==================== imem_fetch_ctrl
**config.mk**
```make
export PLATFORM = sky130hd
export DESIGN_NAME = imem_fetch_ctrl
export DESIGN_NICKNAME = d
export VERILOG_FILES = /design/src/rtl/imem_fetch_ctrl.sv
export SDC_FILE = /design/constraint.sdc
export NUM_CORES = 1
export LEC_CHECK = 0
export ABC_AREA = 1
export CORE_ASPECT_RATIO = 0.8
export CORE_MARGIN = 4
export CORE_UTILIZATION = 45
export CTS_CLUSTER_DIAMETER = 100
export CTS_CLUSTER_SIZE = 40
export DETAILED_ROUTE_END_ITERATION = 16
export PLACE_DENSITY = 0.74
export SYNTH_ARGS = -nofsm -noshare
export SYNTH_HDL_FRONTEND = slang
export SYNTH_SLANG_ARGS = --single-unit
```
**constraint.sdc**
```tcl
create_clock -name clk -period 6.3 [get_ports clk]
set_input_delay 1.26 -clock clk [delete_from_list [all_inputs] [get_ports clk]]
set_output_delay 1.26 -clock clk [all_outputs]
set_load 0.02 [all_outputs]
```
**src/rtl/imem_fetch_ctrl.sv**
```systemverilog
// Instruction fetch sequencer: issues credit-limited requests to a registered
// instruction memory, buffers returned words with their PCs and hands them to
// decode over valid/ready. Redirects flush the buffer and kill in-flight data.
// Optional build macro: FETCH_PERF_CNT_EN adds fetch/stall/redirect counters.
module imem_fetch_ctrl #(
  parameter logic [31:0] RESET_PC  = 32'h0000_0000,
  parameter int unsigned BUF_DEPTH = 2
) (
  input  logic        clk,
  input  logic        rst,
  output logic [31:0] imem_pc,
  output logic        imem_req,
  input  logic [31:0] imem_inst,
  input  logic        redirect_valid,
  input  logic [31:0] redirect_pc,
  output logic        dec_valid,
  input  logic        dec_ready,
  output logic [31:0] dec_inst,
  output logic [31:0] dec_pc
`ifdef FETCH_PERF_CNT_EN
  ,
  output logic [31:0] perf_fetch_cnt,
  output logic [31:0] perf_stall_cnt,
  output logic [31:0] perf_redirect_cnt
`endif
);

  localparam int unsigned PtrW = (BUF_DEPTH > 1) ? $clog2(BUF_DEPTH) : 1;
  localparam int unsigned CntW = $clog2(BUF_DEPTH + 1);

  typedef enum logic [1:0] {StBoot, StRun, StRedir} state_e;

  state_e state_q, state_d;

  logic            inflight_q;
  logic [31:0]     inflight_pc_q;
  logic [31:0]     inst_mem_q [BUF_DEPTH];
  logic [31:0]     pc_mem_q   [BUF_DEPTH];
  logic [PtrW-1:0] rd_ptr_q, wr_ptr_q;
  logic [CntW-1:0] count_q;

  logic redir_acc;
  logic pop;
  logic push;
  logic credit_ok;

  // Redirects are ignored while booting; an accepted one kills the word on imem_inst.
  assign redir_acc = redirect_valid && (state_q != StBoot);
  assign pop       = dec_valid && dec_ready;
  assign push      = inflight_q && !redir_acc;
  // count + inflight - pop < BUF_DEPTH, rearranged to stay unsigned.
  assign credit_ok = (32'(count_q) + 32'(inflight_q)) < (BUF_DEPTH + 32'(pop));

  assign dec_valid = (count_q != '0);
  assign dec_inst  = inst_mem_q[rd_ptr_q];
  assign dec_pc    = pc_mem_q[rd_ptr_q];

  function automatic logic [PtrW-1:0] ptr_inc(input logic [PtrW-1:0] p);
    return (p == PtrW'(BUF_DEPTH - 1)) ? '0 : p + PtrW'(1);
  endfunction

  // State register.
  always_ff @(posedge clk or posedge rst) begin
    if (rst) state_q <= StBoot;
    else     state_q <= state_d;
  end

  // Next-state: BOOT falls through to RUN; every accepted redirect (re)enters REDIR.
  always_comb begin
    state_d = state_q;
    unique case (state_q)
      StBoot:         state_d = StRun;
      StRun, StRedir: state_d = redir_acc ? StRedir : StRun;
      default:        state_d = StBoot;
    endcase
  end

  // Request output: issue whenever the buffer can absorb the returning word.
  always_comb begin
    imem_req = 1'b0;
    unique case (state_q)
      StRun, StRedir: imem_req = !redirect_valid && credit_ok;
      default:        imem_req = 1'b0;
    endcase
  end

  // Fetch PC and in-flight tracking.
  always_ff @(posedge clk or posedge rst) begin
    if (rst) begin
      imem_pc       <= RESET_PC;
      inflight_q    <= 1'b0;
      inflight_pc_q <= '0;
    end else begin
      inflight_q <= imem_req;
      if (imem_req) inflight_pc_q <= imem_pc;
      if (redir_acc) begin
        imem_pc <= redirect_pc & ~32'h3;
      end else if (imem_req) begin
        imem_pc <= imem_pc + 32'd4;
      end
    end
  end

  // Instruction FIFO; a redirect clears it regardless of push/pop this cycle.
  always_ff @(posedge clk or posedge rst) begin
    if (rst) begin
      for (int unsigned i = 0; i < BUF_DEPTH; i++) begin
        inst_mem_q[i] <= '0;
        pc_mem_q[i]   <= '0;
      end
      rd_ptr_q <= '0;
      wr_ptr_q <= '0;
      count_q  <= '0;
    end else if (redir_acc) begin
      rd_ptr_q <= '0;
      wr_ptr_q <= '0;
      count_q  <= '0;
    end else begin
      if (push) begin
        inst_mem_q[wr_ptr_q] <= imem_inst;
        pc_mem_q[wr_ptr_q]   <= inflight_pc_q;
        wr_ptr_q             <= ptr_inc(wr_ptr_q);
      end
      if (pop) rd_ptr_q <= ptr_inc(rd_ptr_q);
      unique case ({push, pop})
        2'b10:   count_q <= count_q + CntW'(1);
        2'b01:   count_q <= count_q - CntW'(1);
        default: count_q <= count_q;
      endcase
    end
  end

`ifdef FETCH_PERF_CNT_EN
  // Performance counters, free-running and wrapping.
  always_ff @(posedge clk or posedge rst) begin
    if (rst) begin
      perf_fetch_cnt    <= '0;
      perf_stall_cnt    <= '0;
      perf_redirect_cnt <= '0;
    end else begin
      if (pop)                    perf_fetch_cnt    <= perf_fetch_cnt + 32'd1;
      if (dec_valid && !dec_ready) perf_stall_cnt   <= perf_stall_cnt + 32'd1;
      if (redir_acc)              perf_redirect_cnt <= perf_redirect_cnt + 32'd1;
    end
  end
`endif

endmodule

```
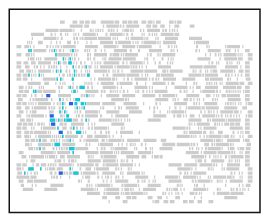
Figure 1: imem_fetch_ctrl, selected gate families.
(1.5 px per um)
colour	family	cells
blue	XOR/XNOR gates	6
cyan	NOR gates	59
logic share of the area: 31.34%
Post-Layout Cell Count: 1,564

==> metrics.cfg <==
[yosys]
synthAoiAreaFrac_pct=10.40
simple_gate_area_share_pct=27.38
ys_seq_elements=191
yosys_cells=1163

[timing]
slew_violations=0
rsz0062_at_grt=no
tightest_slew_ns=1.137

[critical_path]
crit_arrival_ns=3.08
r2r-start=state_q[0]
rr_endpoint=inst_mem_q[8]
crit_end=imem_req
crit_path_max_fanout=54

[clocking]
cts_root_buf=clkbuf_16
htree_levels=4
cts_tree=built

[final_layout]
clk_share_pct=5.069
lay_top_count=nand2_1
signal_buffers=166
num-nonclk-inverters=113
nets=1366

[routing]
vias=7720
wl_met3_um=1578

[power_and_ir_drop]
worst_ir_drop_vdd_mv=0.4595
top_power_group=combinational cells
seqPwrFrac_pct=35.8

[run]
warnings=31
cap_viol_max_count=0

[floorplan]
ios=166
rows=45

[grt]
groute.layer.met1.usage_pct=30.07

[placed_design]
place_worst_setup_slack_ns=1.936

[status]
status=complete, no violations

synth_stat cells:
cell type | n | share of area [%]
buf_4 | 13 | 1.1
nand2_4 | 3 | 0.37
nor3_2 | 1 | 0.11
dfrtp_1 | 191 | 53
nor2_1 | 42 | 1.7
a21oi_1 | 7 | 0.39
nand4_1 | 1 | 0.069
inv_2 | 5 | 0.21
ha_1 | 5 | 0.69
nor2_2 | 4 | 0.28
nor3_1 | 2 | 0.11
nor2_4 | 8 | 1.0
buf_1 | 1 | 0.042
conb_1 | 1 | 0.042
nor3b_1 | 2 | 0.17
and2_1 | 1 | 0.069
nand3b_1 | 3 | 0.25
o21ai_1 | 14 | 0.78
a31oi_1 | 4 | 0.28
clkbuf_1 | 31 | 1.3
xor2_1 | 5 | 0.49
nand2_2 | 5 | 0.35
o22ai_1 | 1 | 0.069
nand2_1 | 484 | 20
or2_2 | 1 | 0.069
nand3_1 | 47 | 2.6
buf_2 | 13 | 0.72
o21ai_0 | 157 | 8.7
inv_1 | 108 | 4.5
o211ai_1 | 2 | 0.17
xnor2_1 | 1 | 0.097

==================== serial_adder_8bit
Figure 2. Register map, names as in the netlist (serial_adder_8bit).
(6 px per um) Other sequential cells in the stronger grey, the rest of the logic in the fainter grey.
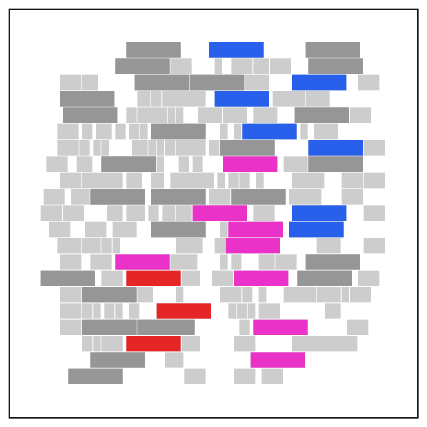
Figure 3. Metal 1 (serial_adder_8bit).
(4 px per um)
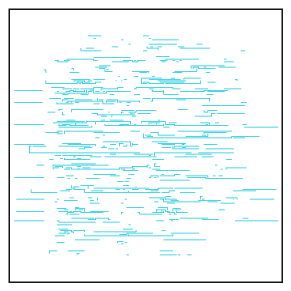
==> config.mk <==
export PLATFORM = sky130hd
export DESIGN_NAME = serial_adder_8bit
export DESIGN_NICKNAME = d
export VERILOG_FILES = /design/src/rtl/serial_adder_8bit_pkg.sv /design/src/rtl/serial_adder_8bit_full_adder.sv /design/src/rtl/serial_adder_8bit.sv
export SDC_FILE = /design/constraint.sdc
export NUM_CORES = 1
export LEC_CHECK = 0
export CAP_MARGIN = 20
export CORE_MARGIN = 5
export CORE_UTILIZATION = 55
export CTS_CLUSTER_DIAMETER = 50
export DETAILED_ROUTE_END_ITERATION = 8
export PLACE_DENSITY = 0.89
export SLEW_MARGIN = 40
export SYNTH_ARGS = -nofsm -noshare
export SYNTH_HDL_FRONTEND = slang
export SYNTH_SLANG_ARGS = --single-unit
==> constraint.sdc <==
create_clock -name clk -period 3.6 [get_ports clk]
set_input_delay 0.54 -clock clk [delete_from_list [all_inputs] [get_ports clk]]
set_output_delay 0.54 -clock clk [all_outputs]
set_load 0.02 [all_outputs]
==> src/rtl/serial_adder_8bit_pkg.sv <==
// Shared types and sizing helpers for the bit-serial adder.
package serial_adder_8bit_pkg;

  localparam int unsigned WIDTH_DEF = 8;

  typedef enum logic [1:0] {
    IDLE = 2'd0,
    RUN  = 2'd1,
    DONE = 2'd2
  } state_e;

  // Bit-counter width; must hold WIDTH-1.
  function automatic int unsigned cnt_width(input int unsigned w);
    return (w < 2) ? 1 : $clog2(w);
  endfunction

endpackage

==> src/rtl/serial_adder_8bit_full_adder.sv <==
// One-bit full adder used as the serial bit slice.
module full_adder (
  input  logic a,
  input  logic b,
  input  logic cin,
  output logic sum,
  output logic cout
);

  assign sum  = a ^ b ^ cin;
  assign cout = (a & b) | (cin & (a ^ b));

endmodule

==> src/rtl/serial_adder_8bit.sv <==
// Bit-serial a + b + cin, LSB first, one full-adder slice plus carry flop,
// with start/ready/done handshake.
module serial_adder_8bit
  import serial_adder_8bit_pkg::*;
#(
  parameter int unsigned WIDTH = WIDTH_DEF
) (
  input  logic             clk,
  input  logic             rst,
  input  logic             start,
  input  logic [WIDTH-1:0] a,
  input  logic [WIDTH-1:0] b,
  input  logic             cin,
  output logic             ready,
  output logic [WIDTH-1:0] sum,
  output logic             cout,
  output logic             overflow,
  output logic             done
);

  localparam int unsigned CW = cnt_width(WIDTH);

  state_e           state_q, state_d;
  logic [WIDTH-1:0] a_sh_q, a_sh_d;
  logic [WIDTH-1:0] b_sh_q, b_sh_d;
  logic [WIDTH-1:0] acc_q, acc_d;
  logic [WIDTH-1:0] sum_q, sum_d;
  logic [CW-1:0]    cnt_q, cnt_d;
  logic             carry_q, carry_d;
  logic             a_msb_q, a_msb_d;
  logic             b_msb_q, b_msb_d;
  logic             cout_q, cout_d;
  logic             ovf_q, ovf_d;
  logic             ready_q, ready_d;
  logic             done_q, done_d;
  logic             fa_sum, fa_cout;

  full_adder u_fa (
    .a   (a_sh_q[0]),
    .b   (b_sh_q[0]),
    .cin (carry_q),
    .sum (fa_sum),
    .cout(fa_cout)
  );

  always_ff @(posedge clk or posedge rst) begin
    if (rst) begin
      state_q <= IDLE;
      a_sh_q  <= '0;
      b_sh_q  <= '0;
      acc_q   <= '0;
      sum_q   <= '0;
      cnt_q   <= '0;
      carry_q <= 1'b0;
      a_msb_q <= 1'b0;
      b_msb_q <= 1'b0;
      cout_q  <= 1'b0;
      ovf_q   <= 1'b0;
      ready_q <= 1'b1;
      done_q  <= 1'b0;
    end else begin
      state_q <= state_d;
      a_sh_q  <= a_sh_d;
      b_sh_q  <= b_sh_d;
      acc_q   <= acc_d;
      sum_q   <= sum_d;
      cnt_q   <= cnt_d;
      carry_q <= carry_d;
      a_msb_q <= a_msb_d;
      b_msb_q <= b_msb_d;
      cout_q  <= cout_d;
      ovf_q   <= ovf_d;
      ready_q <= ready_d;
      done_q  <= done_d;
    end
  end

  always_comb begin
    state_d = state_q;
    a_sh_d  = a_sh_q;
    b_sh_d  = b_sh_q;
    acc_d   = acc_q;
    sum_d   = sum_q;
    cnt_d   = cnt_q;
    carry_d = carry_q;
    a_msb_d = a_msb_q;
    b_msb_d = b_msb_q;
    cout_d  = cout_q;
    ovf_d   = ovf_q;

    unique case (state_q)
      IDLE: begin
        if (start) begin
          a_sh_d  = a;
          b_sh_d  = b;
          carry_d = cin;
          a_msb_d = a[WIDTH-1];
          b_msb_d = b[WIDTH-1];
          cnt_d   = '0;
          state_d = RUN;
        end
      end
      RUN: begin
        acc_d   = {fa_sum, acc_q[WIDTH-1:1]};
        a_sh_d  = {1'b0, a_sh_q[WIDTH-1:1]};
        b_sh_d  = {1'b0, b_sh_q[WIDTH-1:1]};
        carry_d = fa_cout;
        cnt_d   = cnt_q + CW'(1);
        // Last bit: the MSB sum bit is fa_sum, so overflow uses it directly.
        if (cnt_q == CW'(WIDTH - 1)) begin
          sum_d   = {fa_sum, acc_q[WIDTH-1:1]};
          cout_d  = fa_cout;
          ovf_d   = (a_msb_q == b_msb_q) && (fa_sum != a_msb_q);
          cnt_d   = '0;
          state_d = DONE;
        end
      end
      DONE: begin
        state_d = IDLE;
      end
      default: begin
        state_d = IDLE;
      end
    endcase

    ready_d = (state_d == IDLE);
    done_d  = (state_d == DONE);
  end

  assign ready    = ready_q;
  assign done     = done_q;
  assign sum      = sum_q;
  assign cout     = cout_q;
  assign overflow = ovf_q;

endmodule
==> metrics.cfg <==
[final_layout]
comb_area_um2=671.9
ff_count=43
drive_gt1_share_pct=16.57
dominant_cells=flip-flops and latches
signal_buffers=32

[floorplan]
die_width_um=67.85

[status]
status=complete, no violations

[critical_path]
crit_path_max_fanout=1
cp-startpoint=ready
criticalPathCategory=flip-flop to primary output
critPathLaunchType=flip-flop

[yosys]
top_cell_area_share_pct=57.10
most_common_cell=dfrtp_1
yosys_cells=143
fp_nets=166
ys.flop_type=dfrtp_1
logic_family=multiplexers

[clocking]
insertion_delay_ns=0.36
cts_root_buf=clkbuf_4
cts_post_setup_buffers_inserted=0
numCtsBuffers=5

[hold_path]
hp-class=flip-flop to flip-flop
min_to=a_sh_q[2]
min_path_cells=2

[grt]
grt_pass1_wl_um=5768

[power_and_ir_drop]
p_comb_share_pct=39.8
top_power_group=registers

[timing]
timing.fmax_mhz=499.2
layout_setup_ws_ns=1.597
max-slew-margin-rel_pct=51.16
whs_ns=0.5015
skew_ns=0.01642

[routing]
drc=0

## Picture notes: Figure 2
colour	signal	sequential cells
blue	acc_q	7
magenta	a_sh_q	8
red	cnt_q	3
Reg area: 1077 um^2
flip-flop and latch power: 844 uW
Layout Utilization: 68.00%
Seq/total area: 48.24%

## Picture notes: Figure 3
wire length on this layer	1,440 um
longest straight run	27.6 um
share of all routed wire	45%
nets with wire on the layer	171
grt met1 use: 21.42%
Routed WL: 3231 um
Vias: 1,167

[routing by layer]
layer  track usage [%]  vias up  part of all wire (%)
met5                 0        -                     0
met4             6.700        0                   1.6
met3             4.598        7                   5.1
met2             28.68       30                    49
met1             21.42      575                    45
li1                  -      555                     -
[state kept, by name (all words and copies together), names as in the netlist, 2 cells and up]
register / cells
a_sh_q: 8
acc_q: 7
b_sh_q: 8
cnt_q: 3
state_q: 2
sum: 8
[cell usage in the layout (no fill, tap or decap)]
cell and count:
o21ai_0 7, mux2_4 4, nand3b_4 1, ha_1 2
nor2b_2 1, bufinv_16 1, nor2b_4 1, buf_4 1
nand3_1 1, a31oi_1 1, nor2b_1 1, clkinv_2 1
dfstp_2 1, mux2i_1 10, or3_1 1, o22a_1 1
and2b_1 1, nor2_1 2, fa_1 1, mux2_2 11
clkdlybuf4s50_1 31, clkbuf_4 5, clkbuf_8 1, o21bai_4 1
nand2_1 17, dfrtp_1 42, a21oi_1 4, a22o_1 4
o21ai_1 10, a22oi_1 4, inv_1 6
[cells by family (layout without fill, tap and decap cells)]
kind of cell    after synthesis  after routing
compound gates               32             32
fa+ha+maj                     3              3
buf+inv                      14             46
flops                        43             43
mux                          25             25
simple gates                 26             26

==================== conv_acc_quant_flat
**src/rtl/conv_pkg.sv**
```systemverilog
// Shared types and Q-format constants for the convolution accumulate/requantize path.
// The default constants describe the N=18, Q=12, TAPS=9 build.
// Optional feature macro used by users of this package: CONV_ACC_RELU_EN.
package conv_pkg;

  typedef enum logic [1:0] {
    ACCUM = 2'd0,
    QUANT = 2'd1,
    HOLD  = 2'd2
  } state_t;

  localparam int CONV_N     = 18;
  localparam int CONV_Q     = 12;
  localparam int CONV_TAPS  = 9;
  localparam int CONV_ACC_W = 32;
  localparam int IN_W       = CONV_N + 10;

  // Half an output LSB expressed in accumulator LSBs; added before the shift.
  localparam int RND_OFS = 1 << (CONV_Q - 1);
  localparam int SAT_MAX = (1 << (CONV_N - 1)) - 1;
  localparam int SAT_MIN = -(1 << (CONV_N - 1));

  // Ceiling log2 for elaboration-time sizing.
  function automatic int clog2(input int v);
    int r;
    int x;
    r = 0;
    x = v - 1;
    while (x > 0) begin
      r++;
      x = x >> 1;
    end
    return r;
  endfunction

endpackage

```
**src/rtl/conv_acc_quant_if.sv**
```systemverilog
// Handshake bundle between the MAC, this stage and the downstream consumer.
// slave: the accumulate/quantize stage. master: the environment driving MAC results
// and consuming window results.
interface conv_acc_quant_if #(
  parameter int N = 18
) ();

  logic                  in_valid;
  logic                  in_ready;
  logic signed [N+9:0]   in_data;
  logic                  out_valid;
  logic                  out_ready;
  logic signed [N-1:0]   out_data;
  logic                  out_sat;

  modport slave (
    input  in_valid,
    input  in_data,
    output in_ready,
    output out_valid,
    output out_data,
    output out_sat,
    input  out_ready
  );

  modport master (
    output in_valid,
    output in_data,
    input  in_ready,
    input  out_valid,
    input  out_data,
    input  out_sat,
    output out_ready
  );

endinterface

```
**src/rtl/fxp_requant.sv**
```systemverilog
// Combinational requantizer: Q(2Q) accumulator -> Q(Q) N-bit word with
// round-half-up and saturation. Shared with the conv output buffer.
// CONV_ACC_RELU_EN: negative results are forced to 0 (never flagged as saturated).
module fxp_requant #(
  parameter int ACC_W = 32,
  parameter int N     = 18,
  parameter int Q     = 12
) (
  input  logic signed [ACC_W-1:0] i_acc,
  output logic signed [N-1:0]     o_data,
  output logic                    o_sat
);

  // One guard bit so adding the rounding offset can never wrap.
  localparam logic signed [ACC_W:0] RND =
    {{(ACC_W + 1 - Q){1'b0}}, 1'b1, {(Q - 1){1'b0}}};
  localparam logic signed [ACC_W:0] LIM_MAX =
    {{(ACC_W + 2 - N){1'b0}}, {(N - 1){1'b1}}};
  localparam logic signed [ACC_W:0] LIM_MIN =
    {{(ACC_W + 2 - N){1'b1}}, {(N - 1){1'b0}}};
  localparam logic signed [N-1:0] OUT_MAX = {1'b0, {(N - 1){1'b1}}};
  localparam logic signed [N-1:0] OUT_MIN = {1'b1, {(N - 1){1'b0}}};

  logic signed [ACC_W:0] w_sum;
  logic signed [ACC_W:0] w_shr;

  assign w_sum = {i_acc[ACC_W-1], i_acc} + RND;
  assign w_shr = w_sum >>> Q;

  // Clip the rounded value into the signed N-bit range and flag clipping.
  always_comb begin
    o_data = w_shr[N-1:0];
    o_sat  = 1'b0;
`ifdef CONV_ACC_RELU_EN
    if (w_shr[ACC_W]) begin
      o_data = '0;
    end else if (w_shr > LIM_MAX) begin
      o_data = OUT_MAX;
      o_sat  = 1'b1;
    end
`else
    if (w_shr > LIM_MAX) begin
      o_data = OUT_MAX;
      o_sat  = 1'b1;
    end else if (w_shr < LIM_MIN) begin
      o_data = OUT_MIN;
      o_sat  = 1'b1;
    end
`endif
  end

endmodule

```
**src/rtl/conv_acc_quant.sv**
```systemverilog
// Convolution MAC downstream stage: sums TAPS MAC results per kernel window,
// requantizes the window sum and holds it on a valid/ready output register.
// Optional build macro: CONV_ACC_RELU_EN (clamp negative results to zero).
//
// state | meaning
// ACCUM | accepting MAC results, summing into r_acc
// QUANT | window complete, requantized result captured into output register
// HOLD  | result presented, waiting for out_ready
module conv_acc_quant
  import conv_pkg::*;
#(
  parameter int N     = CONV_N,
  parameter int Q     = CONV_Q,
  parameter int TAPS  = CONV_TAPS,
  parameter int ACC_W = CONV_ACC_W
) (
  input  logic              clk,
  input  logic              sclr_n,
  conv_acc_quant_if.slave   bus
);

  localparam int W_IN = N + 10;
  localparam int TCW  = (TAPS > 1) ? clog2(TAPS) : 1;

  generate
    if (ACC_W < W_IN + clog2(TAPS)) begin : g_acc_w_check
      $error("conv_acc_quant: ACC_W too narrow for TAPS window");
    end
  endgenerate

  state_t                  r_state;
  state_t                  w_state_nxt;
  logic [TCW-1:0]          r_tap_cnt;
  logic signed [ACC_W-1:0] r_acc;
  logic signed [N-1:0]     r_out_data;
  logic                    r_out_sat;
  logic                    r_out_valid;

  logic                    w_in_ready;
  logic                    w_accept;
  logic                    w_last;
  logic signed [ACC_W-1:0] w_in_sext;
  logic signed [N-1:0]     w_q_data;
  logic                    w_q_sat;

  assign w_in_sext = {{(ACC_W - W_IN){bus.in_data[W_IN-1]}}, bus.in_data};
  assign w_last    = (r_tap_cnt == TCW'(TAPS - 1));

  // State register.
  always_ff @(posedge clk) begin
    if (!sclr_n) begin
      r_state <= ACCUM;
    end else begin
      r_state <= w_state_nxt;
    end
  end

  // Next-state and handshake decode.
  always_comb begin
    w_state_nxt = r_state;
    w_in_ready  = 1'b0;
    w_accept    = 1'b0;
    case (r_state)
      ACCUM: begin
        w_in_ready = 1'b1;
        if (bus.in_valid) begin
          w_accept = 1'b1;
          if (w_last) begin
            w_state_nxt = QUANT;
          end
        end
      end
      QUANT: begin
        w_state_nxt = HOLD;
      end
      HOLD: begin
        if (bus.out_ready) begin
          w_state_nxt = ACCUM;
        end
      end
      default: begin
        w_state_nxt = ACCUM;
      end
    endcase
  end

  // Window accumulation; the first tap loads instead of adding, so no clear cycle is needed.
  always_ff @(posedge clk) begin
    if (!sclr_n) begin
      r_acc     <= '0;
      r_tap_cnt <= '0;
    end else if (w_accept) begin
      r_acc     <= (r_tap_cnt == '0) ? w_in_sext : r_acc + w_in_sext;
      r_tap_cnt <= w_last ? '0 : r_tap_cnt + TCW'(1);
    end
  end

  fxp_requant #(
    .ACC_W (ACC_W),
    .N     (N),
    .Q     (Q)
  ) u_requant (
    .i_acc  (r_acc),
    .o_data (w_q_data),
    .o_sat  (w_q_sat)
  );

  // Output register: loaded in QUANT, released by the out_ready handshake in HOLD.
  always_ff @(posedge clk) begin
    if (!sclr_n) begin
      r_out_data  <= '0;
      r_out_sat   <= 1'b0;
      r_out_valid <= 1'b0;
    end else if (r_state == QUANT) begin
      r_out_data  <= w_q_data;
      r_out_sat   <= w_q_sat;
      r_out_valid <= 1'b1;
    end else if (r_state == HOLD && bus.out_ready) begin
      r_out_valid <= 1'b0;
    end
  end

  assign bus.in_ready  = w_in_ready;
  assign bus.out_valid = r_out_valid;
  assign bus.out_data  = r_out_data;
  assign bus.out_sat   = r_out_sat;

endmodule
```
**src/flat_wrapper.sv**
```systemverilog
// flat-port wrapper written by rule: the top's interface ports become plain ports
module conv_acc_quant_flat import conv_pkg::*;
#(
  parameter int N     = CONV_N,
  parameter int Q     = CONV_Q,
  parameter int TAPS  = CONV_TAPS,
  parameter int ACC_W = CONV_ACC_W
)
  (clk, sclr_n, bus_in_valid, bus_in_data, bus_in_ready, bus_out_valid, bus_out_data, bus_out_sat, bus_out_ready);
  conv_acc_quant_if #(.N(N)) bus_i ();
  input  logic clk;
  input  logic sclr_n;
  input wire logic [$bits(bus_i.in_valid)-1:0] bus_in_valid;
  input wire logic [$bits(bus_i.in_data)-1:0] bus_in_data;
  output wire logic [$bits(bus_i.in_ready)-1:0] bus_in_ready;
  output wire logic [$bits(bus_i.out_valid)-1:0] bus_out_valid;
  output wire logic [$bits(bus_i.out_data)-1:0] bus_out_data;
  output wire logic [$bits(bus_i.out_sat)-1:0] bus_out_sat;
  input wire logic [$bits(bus_i.out_ready)-1:0] bus_out_ready;
  assign bus_i.in_valid = bus_in_valid;
  assign bus_i.in_data = bus_in_data;
  assign bus_in_ready = bus_i.in_ready;
  assign bus_out_valid = bus_i.out_valid;
  assign bus_out_data = bus_i.out_data;
  assign bus_out_sat = bus_i.out_sat;
  assign bus_i.out_ready = bus_out_ready;
  conv_acc_quant #(.N(N), .Q(Q), .TAPS(TAPS), .ACC_W(ACC_W)) u_core (.clk(clk), .sclr_n(sclr_n), .bus(bus_i));
endmodule
```
**config.mk**
```make
export PLATFORM = sky130hd
export DESIGN_NAME = conv_acc_quant_flat
export DESIGN_NICKNAME = d
export VERILOG_FILES = /design/src/rtl/conv_pkg.sv /design/src/rtl/conv_acc_quant_if.sv /design/src/rtl/fxp_requant.sv /design/src/rtl/conv_acc_quant.sv /design/src/flat_wrapper.sv
export SDC_FILE = /design/constraint.sdc
export NUM_CORES = 1
export LEC_CHECK = 0
export ABC_AREA = 1
export CAP_MARGIN = 20
export CORE_MARGIN = 2
export CORE_UTILIZATION = 45
export DETAILED_ROUTE_END_ITERATION = 10
export DONT_BUFFER_PORTS = 1
export GPL_TIMING_DRIVEN = 0
export PLACE_DENSITY = 0.63
export SLEW_MARGIN = 15
export SYNTH_ARGS = -nofsm -noshare
export SYNTH_HDL_FRONTEND = slang
export SYNTH_SLANG_ARGS = --single-unit
```
**constraint.sdc**
```tcl
create_clock -name clk -period 5.3 [get_ports clk]
set_input_delay 0.53 -clock clk [delete_from_list [all_inputs] [get_ports clk]]
set_output_delay 0.53 -clock clk [all_outputs]
set_load 0.02 [all_outputs]
```
==> metrics.cfg <==
[yosys]
ys_seq_share_pct=21.41
synth.area.top_cells=nand2_1, dfxtp_1, inv_1
postSynthAreaPerCell_um2=5.838
ys_types=37
syn_inst=929

[placed_design]
gp_congestion=0.9911

[grt]
grt_max_degree=11
groute.layer.met1.usage_pct=36.14
grt_pass1_wl_um=26540
grt-busiest-layer=met2
antenna_found_initial=0

[routing]
drt_wl_total_um=16340
drc=0
vias=5720
routedWlPerCell_um=14.96

[power_and_ir_drop]
p_per_area_nw_per_um2=275.0
p_leak_nw=3.196

[critical_path]
crit_end=u_core.r_acc[28]
critPathLaunchType=flip-flop
cp-startpoint=u_core.r_acc[0]
path_cells=ha_1 > inv_1 > fa_1 > inv_1 > nand3_1 > nand3_1 > nand2_1 > nand2_1 > nand2_1 > nand2_1 > nand2_1 > nand3b_1 > nand3_1 > a21oi_1

[status]
status=complete, no violations

[final_layout]
largest_reg_flops=32
synthToLayoutAreaGrowth_pct=9.573
drive_gt1_share_pct=5.291
signal_buffers=23

[hold_path]
hold_start=bus_in_data[8]
min_to=u_core.r_acc[8]

[timing]
timing.fmax_mhz=436.2
slew_violations=0
post-route-min-period_ns=2.293

==> stage by stage <==
step,area (um^2),power [mW],std cells,utilization (%),worst slack (ns)
floorplan,5424,0.8398,929,-,3.201
global placement,5608,0.9546,1076,47.08,2.865
detailed placement,5608,0.9564,1076,47.08,2.856
CTS,5943,1.641,1092,49.90,2.989
global route,5943,1.732,1092,49.90,2.727
finish,5943,1.634,1092,49.90,3.007
==> logic make-up (layout without fill, tap and decap cells) <==
kind of cell | after synthesis | after routing | synth area share [%]
compound gates | 125 | 125 | 12.57
xor+xnor | 25 | 25 | 4.037
fa+ha+maj | 35 | 35 | 8.212
buf+inv | 181 | 197 | 13.03
flops | 58 | 58 | 21.41
simple gates | 505 | 505 | 40.74
==> metal layers <==
layer / part of all wire [%] / wire, um
met4: 2.8 / 455
met3: 7.2 / 1184
met1: 48 / 7794
met5: 0 / 0
met2: 42 / 6905
==> where the power goes <==
part / internal, mW / switching (mW) / leakage, nW
registers: 0.462 / 0.0347 / 0.475
clock network: 0.458 / 0.219 / 0.160
logic: 0.154 / 0.306 / 2.56
total: 1.07 / 0.560 / 3.20
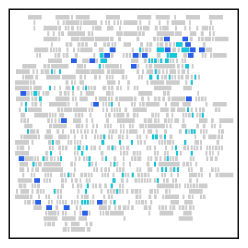
Figure 4: conv_acc_quant_flat, selected gate families.
(2 px per um)
colour	family	cells
blue	XOR/XNOR gates	25
cyan	NOR gates	82
most instantiated logic cell after routing: nand2_1
logic share of the area: 59.83%


==================== ahb_fir_filter_n_flat
Figure 5. Zoomed window (ahb_fir_filter_n_flat).
Window x 159 to 184, y 159 to 184 um. Cells in grey, sequential cells in the stronger grey; small squares are vias.
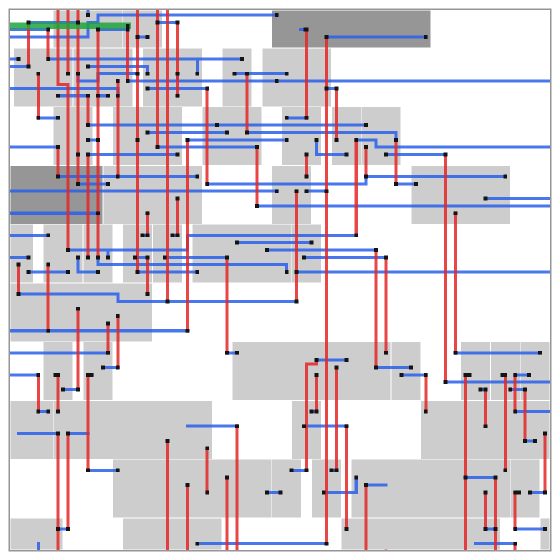
File: src/rtl/ahb_fir_pkg.sv
// Shared bus encodings, register map, engine states and the saturation helper
// for the AHB-Lite FIR peripheral.
package ahb_fir_pkg;

    localparam logic [1:0] HTRANS_IDLE   = 2'b00;
    localparam logic [1:0] HTRANS_BUSY   = 2'b01;
    localparam logic [1:0] HTRANS_NONSEQ = 2'b10;
    localparam logic [1:0] HTRANS_SEQ    = 2'b11;

    // Register indices are haddr[5:1].
    localparam logic [4:0] REG_STATUS     = 5'd0;
    localparam logic [4:0] REG_RESULT     = 5'd1;
    localparam logic [4:0] REG_SAMPLE     = 5'd2;
    localparam logic [4:0] REG_CTRL       = 5'd3;
    localparam logic [4:0] REG_COUNT      = 5'd4;
    localparam logic [4:0] REG_COEFF_BASE = 5'd16;

    localparam int unsigned STATUS_BUSY_BIT   = 0;
    localparam int unsigned STATUS_ERR_BIT    = 1;
    localparam int unsigned CTRL_CLR_ERR_BIT  = 0;
    localparam int unsigned CTRL_CLR_HIST_BIT = 1;

    localparam int unsigned SAT_IN_W  = 80;
    localparam int unsigned SAT_OUT_W = 64;

    typedef enum logic [1:0] {StIdle, StMac, StRound} eng_state_e;

    typedef struct packed {
        logic                 sat;
        logic [SAT_OUT_W-1:0] val;
    } sat_res_t;

    // Clamp a sign-extended value into the signed range of 'width' bits.
    function automatic sat_res_t saturate(input logic signed [SAT_IN_W-1:0] val,
                                          input int unsigned width);
        logic signed [SAT_IN_W-1:0] max_v;
        logic signed [SAT_IN_W-1:0] min_v;
        sat_res_t res;
        max_v   = (SAT_IN_W'(1) << (width - 1)) - SAT_IN_W'(1);
        min_v   = ~max_v;
        res.sat = 1'b0;
        res.val = val[SAT_OUT_W-1:0];
        if (val > max_v) begin
            res.sat = 1'b1;
            res.val = max_v[SAT_OUT_W-1:0];
        end else if (val < min_v) begin
            res.sat = 1'b1;
            res.val = min_v[SAT_OUT_W-1:0];
        end
        return res;
    endfunction

endpackage

File: src/rtl/ahb_fir_filter_n_if.sv
// AHB-Lite subordinate bus bundle for the FIR peripheral.
interface ahb_fir_filter_n_if #(
    parameter int unsigned DATA_W = 16
);
    logic              hsel;
    logic [5:0]        haddr;
    logic              hsize;
    logic [1:0]        htrans;
    logic              hwrite;
    logic [DATA_W-1:0] hwdata;
    logic [DATA_W-1:0] hrdata;
    logic              hresp;

    modport master (
        output hsel, haddr, hsize, htrans, hwrite, hwdata,
        input  hrdata, hresp
    );

    modport slave (
        input  hsel, haddr, hsize, htrans, hwrite, hwdata,
        output hrdata, hresp
    );
endinterface

File: src/rtl/fir_mac_engine.sv
// Sequential one-tap-per-cycle multiply-accumulate engine with rounding,
// saturation and a one-cycle result_valid pulse.
module fir_mac_engine import ahb_fir_pkg::*; #(
    parameter int unsigned NUM_TAPS = 4,
    parameter int unsigned DATA_W   = 16
) (
    input  logic                     clk,
    input  logic                     rst,
    input  logic                     start,
    input  logic signed [DATA_W-1:0] coeff [NUM_TAPS],
    input  logic signed [DATA_W-1:0] hist  [NUM_TAPS],
    output logic                     busy,
    output logic                     done,
    output logic                     sat,
    output logic [DATA_W-1:0]        result,
    output logic                     result_valid
);
    localparam int unsigned TAP_W = $clog2(NUM_TAPS);
    localparam int unsigned ACC_W = 2 * DATA_W + $clog2(NUM_TAPS);
    localparam logic [TAP_W-1:0] LAST_TAP = TAP_W'(NUM_TAPS - 1);

    eng_state_e                 state_q, state_d;
    logic signed [ACC_W-1:0]    acc_q, acc_d;
    logic [TAP_W-1:0]           tap_q, tap_d;
    logic                       result_valid_q;
    logic signed [DATA_W-1:0]   sel_coeff, sel_hist;
    logic signed [2*DATA_W-1:0] prod;
    logic signed [ACC_W-1:0]    scaled;
    sat_res_t                   sat_res;
    logic [SAT_OUT_W-DATA_W-1:0] unused_sat_hi;

    always_comb begin
        sel_coeff = '0;
        sel_hist  = '0;
        for (int k = 0; k < NUM_TAPS; k++) begin
            if (tap_q == TAP_W'(k)) begin
                sel_coeff = coeff[k];
                sel_hist  = hist[k];
            end
        end
    end

    assign prod   = (2*DATA_W)'(sel_coeff) * (2*DATA_W)'(sel_hist);
    // Arithmetic shift floors toward negative infinity.
    assign scaled = acc_q >>> (DATA_W - 1);

    always_comb begin
        sat_res       = saturate(SAT_IN_W'(scaled), DATA_W);
        result        = sat_res.val[DATA_W-1:0];
        unused_sat_hi = sat_res.val[SAT_OUT_W-1:DATA_W];
    end

    always_comb begin
        state_d = state_q;
        acc_d   = acc_q;
        tap_d   = tap_q;
        done    = 1'b0;
        case (state_q)
            StIdle: begin
                if (start) begin
                    state_d = StMac;
                    acc_d   = '0;
                    tap_d   = '0;
                end
            end
            StMac: begin
                acc_d = acc_q + ACC_W'(prod);
                tap_d = tap_q + TAP_W'(1);
                if (tap_q == LAST_TAP) begin
                    state_d = StRound;
                end
            end
            StRound: begin
                done    = 1'b1;
                state_d = StIdle;
            end
            default: state_d = StIdle;
        endcase
    end

    always_ff @(posedge clk) begin
        if (rst) begin
            state_q        <= StIdle;
            acc_q          <= '0;
            tap_q          <= '0;
            result_valid_q <= 1'b0;
        end else begin
            state_q        <= state_d;
            acc_q          <= acc_d;
            tap_q          <= tap_d;
            result_valid_q <= done;
        end
    end

    assign busy         = (state_q != StIdle);
    assign sat          = done && sat_res.sat;
    assign result_valid = result_valid_q;
endmodule

File: src/rtl/ahb_fir_filter_n.sv
// AHB-Lite FIR peripheral: register file, coefficient RAM and sample history
// feeding a sequential MAC engine.
module ahb_fir_filter_n import ahb_fir_pkg::*; #(
    parameter int unsigned NUM_TAPS = 4,
    parameter int unsigned DATA_W   = 16
) (
    input  logic              clk,
    input  logic              rst,
    ahb_fir_filter_n_if.slave bus,
    output logic              busy,
    output logic              result_valid
);
    logic                     dph_valid_q, dph_write_q, dph_size_q;
    logic [5:0]               dph_addr_q;
    logic signed [DATA_W-1:0] coeff_q [NUM_TAPS];
    logic signed [DATA_W-1:0] hist_q  [NUM_TAPS];
    logic [DATA_W-1:0]        result_q, count_q, rd_data, eng_result;
    logic                     err_q, eng_done, eng_sat;
    logic [4:0]               reg_idx, coeff_off;
    logic                     is_coeff, mapped, bad, wr_ok;
    logic                     sample_we, ctrl_we, coeff_we, clr_err, clr_hist;

    assign reg_idx   = dph_addr_q[5:1];
    assign coeff_off = reg_idx - REG_COEFF_BASE;
    assign is_coeff  = (reg_idx >= REG_COEFF_BASE) && (coeff_off < 5'(NUM_TAPS));
    assign mapped    = is_coeff || (reg_idx <= REG_COUNT);

    always_comb begin
        bad = 1'b0;
        if (!mapped || dph_addr_q[0]) begin
            bad = 1'b1;
        end else if (dph_write_q) begin
            if (!dph_size_q) begin
                bad = 1'b1;
            end else if (reg_idx inside {REG_STATUS, REG_RESULT, REG_COUNT}) begin
                bad = 1'b1;
            end else if (busy && (reg_idx == REG_SAMPLE || is_coeff ||
                                  (reg_idx == REG_CTRL && bus.hwdata[CTRL_CLR_HIST_BIT]))) begin
                // History and coefficients must stay stable while the engine reads them.
                bad = 1'b1;
            end
        end
    end

    assign wr_ok     = dph_valid_q && dph_write_q && !bad;
    assign sample_we = wr_ok && (reg_idx == REG_SAMPLE);
    assign ctrl_we   = wr_ok && (reg_idx == REG_CTRL);
    assign coeff_we  = wr_ok && is_coeff;
    assign clr_err   = ctrl_we && bus.hwdata[CTRL_CLR_ERR_BIT];
    assign clr_hist  = ctrl_we && bus.hwdata[CTRL_CLR_HIST_BIT];

    always_comb begin
        rd_data = '0;
        case (reg_idx)
            REG_STATUS: begin
                rd_data[STATUS_BUSY_BIT] = busy;
                rd_data[STATUS_ERR_BIT]  = err_q;
            end
            REG_RESULT: rd_data = result_q;
            REG_COUNT:  rd_data = count_q;
            default: begin
                for (int k = 0; k < NUM_TAPS; k++) begin
                    if (is_coeff && coeff_off == 5'(k)) begin
                        rd_data = coeff_q[k];
                    end
                end
            end
        endcase
    end

    assign bus.hrdata = (dph_valid_q && !dph_write_q && !bad) ? rd_data : '0;
    assign bus.hresp  = dph_valid_q && bad;

    always_ff @(posedge clk) begin
        if (rst) begin
            dph_valid_q <= 1'b0;
            dph_write_q <= 1'b0;
            dph_size_q  <= 1'b0;
            dph_addr_q  <= '0;
            result_q    <= '0;
            count_q     <= '0;
            err_q       <= 1'b0;
            for (int k = 0; k < NUM_TAPS; k++) begin
                coeff_q[k] <= '0;
                hist_q[k]  <= '0;
            end
        end else begin
            dph_valid_q <= bus.hsel && (bus.htrans == HTRANS_NONSEQ || bus.htrans == HTRANS_SEQ);
            dph_write_q <= bus.hwrite;
            dph_size_q  <= bus.hsize;
            dph_addr_q  <= bus.haddr;
            for (int k = 0; k < NUM_TAPS; k++) begin
                if (coeff_we && coeff_off == 5'(k)) begin
                    coeff_q[k] <= bus.hwdata;
                end
            end
            if (sample_we) begin
                hist_q[0] <= bus.hwdata;
                for (int k = 1; k < NUM_TAPS; k++) begin
                    hist_q[k] <= hist_q[k-1];
                end
            end else if (clr_hist) begin
                for (int k = 0; k < NUM_TAPS; k++) begin
                    hist_q[k] <= '0;
                end
            end
            if (eng_done) begin
                result_q <= eng_result;
                count_q  <= count_q + DATA_W'(1);
            end
            // A coincident saturation overrides an error clear.
            if (clr_err) begin
                err_q <= 1'b0;
            end
            if (eng_sat) begin
                err_q <= 1'b1;
            end
        end
    end

    fir_mac_engine #(
        .NUM_TAPS(NUM_TAPS),
        .DATA_W  (DATA_W)
    ) u_engine (
        .clk         (clk),
        .rst         (rst),
        .start       (sample_we),
        .coeff       (coeff_q),
        .hist        (hist_q),
        .busy        (busy),
        .done        (eng_done),
        .sat         (eng_sat),
        .result      (eng_result),
        .result_valid(result_valid)
    );
endmodule

File: src/flat_wrapper.sv
// flat-port wrapper written by rule: the top's interface ports become plain ports
module ahb_fir_filter_n_flat import ahb_fir_pkg::*;
#(
    parameter int unsigned NUM_TAPS = 4,
    parameter int unsigned DATA_W   = 16
)
  (clk, rst, busy, result_valid, bus_hsel, bus_haddr, bus_hsize, bus_htrans, bus_hwrite, bus_hwdata, bus_hrdata, bus_hresp);
  ahb_fir_filter_n_if #(.DATA_W(DATA_W)) bus_i ();
  input  logic clk;
  input  logic rst;
  output logic busy;
  output logic result_valid;
  input wire logic [$bits(bus_i.hsel)-1:0] bus_hsel;
  input wire logic [$bits(bus_i.haddr)-1:0] bus_haddr;
  input wire logic [$bits(bus_i.hsize)-1:0] bus_hsize;
  input wire logic [$bits(bus_i.htrans)-1:0] bus_htrans;
  input wire logic [$bits(bus_i.hwrite)-1:0] bus_hwrite;
  input wire logic [$bits(bus_i.hwdata)-1:0] bus_hwdata;
  output wire logic [$bits(bus_i.hrdata)-1:0] bus_hrdata;
  output wire logic [$bits(bus_i.hresp)-1:0] bus_hresp;
  assign bus_i.hsel = bus_hsel;
  assign bus_i.haddr = bus_haddr;
  assign bus_i.hsize = bus_hsize;
  assign bus_i.htrans = bus_htrans;
  assign bus_i.hwrite = bus_hwrite;
  assign bus_i.hwdata = bus_hwdata;
  assign bus_hrdata = bus_i.hrdata;
  assign bus_hresp = bus_i.hresp;
  ahb_fir_filter_n #(.NUM_TAPS(NUM_TAPS), .DATA_W(DATA_W)) u_core (.clk(clk), .rst(rst), .bus(bus_i), .busy(busy), .result_valid(result_valid));
endmodule
File: config.mk
export PLATFORM = sky130hd
export DESIGN_NAME = ahb_fir_filter_n_flat
export DESIGN_NICKNAME = d
export VERILOG_FILES = /design/src/rtl/ahb_fir_pkg.sv /design/src/rtl/ahb_fir_filter_n_if.sv /design/src/rtl/fir_mac_engine.sv /design/src/rtl/ahb_fir_filter_n.sv /design/src/flat_wrapper.sv
export SDC_FILE = /design/constraint.sdc
export NUM_CORES = 1
export LEC_CHECK = 0
export CORE_MARGIN = 8
export CORE_UTILIZATION = 45
export DETAILED_ROUTE_END_ITERATION = 10
export GPL_ROUTABILITY_DRIVEN = 0
export HOLD_SLACK_MARGIN = 0.06
export SYNTH_ARGS = -nofsm -noshare
export SYNTH_HDL_FRONTEND = slang
export SYNTH_SLANG_ARGS = --single-unit
File: constraint.sdc
create_clock -name clk -period 8.44 [get_ports clk]
set_clock_uncertainty 0.2 [all_clocks]
set_input_delay 1.688 -clock clk [delete_from_list [all_inputs] [get_ports clk]]
set_output_delay 1.688 -clock clk [all_outputs]
set_load 0.02 [all_outputs]
==> metrics.cfg <==
[run]
warnings=32

[critical_path]
worst_ep_required_time_ns=8.68
rrSetupSlack_ns=0.36
critPathLaunchType=flip-flop

[clocking]
cts_root_buf=clkbuf_16

[final_layout]
synthToLayoutAreaGrowth_pct=10.29
nets=2831
comb_share_pct=63.74

[placed_design]
dpl_cell_area_um2=21440

[hold_path]
hold_start=u_core.result_q[6]

[yosys]
synth_async_sr_flop_share_pct=0
most_common_cell=inv_1
ys_seq_elements=209
synth.area.top_cells=fa_1, dfxtp_1, ha_1
fp_nets=2821
top_cell_area_share_pct=30.11
syn_inst=2380

[grt]
grt_pass1_wl_um=91710

[status]
status=complete, no violations

About Figure 5:
colour	layer
green	met3
red	met2
blue	met1
sequential cells in the window	2
most frequent	inv_1 (14), fa_1 (7), a21oi_1 (5)
netlist names of flops here include	u_core.u_engine.acc_q (2)
cells with their middle in the window	43

==> routing by layer <==
metal / up-vias / global-route usage (%) / part of all wire, %
met5: - / 0 / 0
met1: 8324 / 28.63 / 43
met4: 0 / 6.898 / 3.6
met3: 98 / 1.911 / 5.3
li1: 7621 / - / -
met2: 464 / 37.33 / 49
==> cells by family after synthesis <==
group,after synthesis,share of synthesized area (%)
DFF,209,20.63
and+or+nand+nor,784,16.67
AOI/OAI and AO/OA,424,13.14
adders and majority gates,412,36.71
muxes,34,1.678
xor gates and xnor gates,44,1.901
buffers and inverters,473,9.262
==> critical path, delay by kind of cell (launching register included) <==
kind	cells	cell delay, ns
AND-OR/OR-AND	8	1.99
AND/OR/NAND/NOR	8	0.68
adder cells (fa/ha/maj)	8	3.66
flip-flops	1	0.46
buffers and inverters	8	0.96
==> stage by stage <==
stage	worst slack (ns)	cells	hold WS, ns
final	0.3621	2999	0.2560
after floorplan	0.9643	2380	0.2316
after global placement	0.3240	2954	0.2454
after CTS	0.06399	2999	0.2564
after detailed placement	0.1136	2954	0.2485
after global routing	0.01487	2999	0.2771
==> where the power goes <==
group	switching [mW]	internal (mW)
Sequential	0.00343	0.989
Combinational	0.0433	0.0190
Clock	0.462	0.725


==> gallery <==
Congestion heat map.
(a)
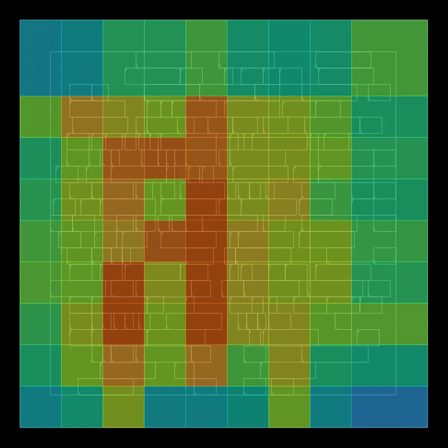
(b)
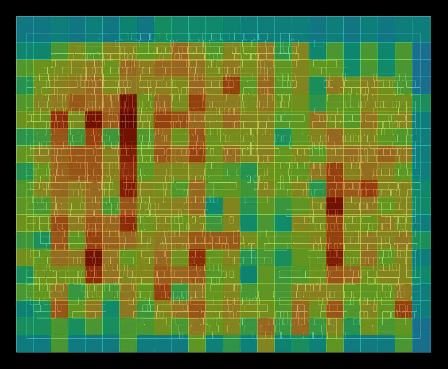
(c)
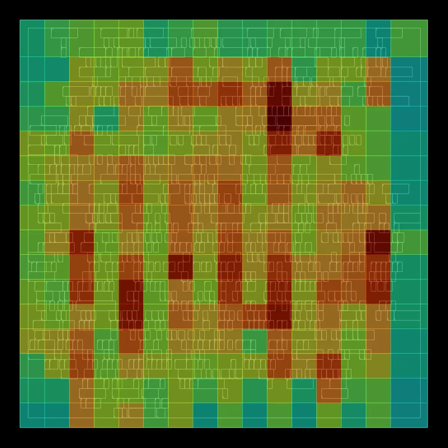
(d)
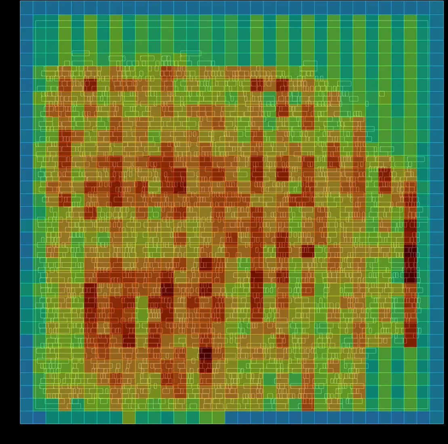
(d): ahb_fir_filter_n_flat
(a): serial_adder_8bit
(b): imem_fetch_ctrl
(c): conv_acc_quant_flat

Power figures rest on the tool's default switching activity, not on a simulated workload.
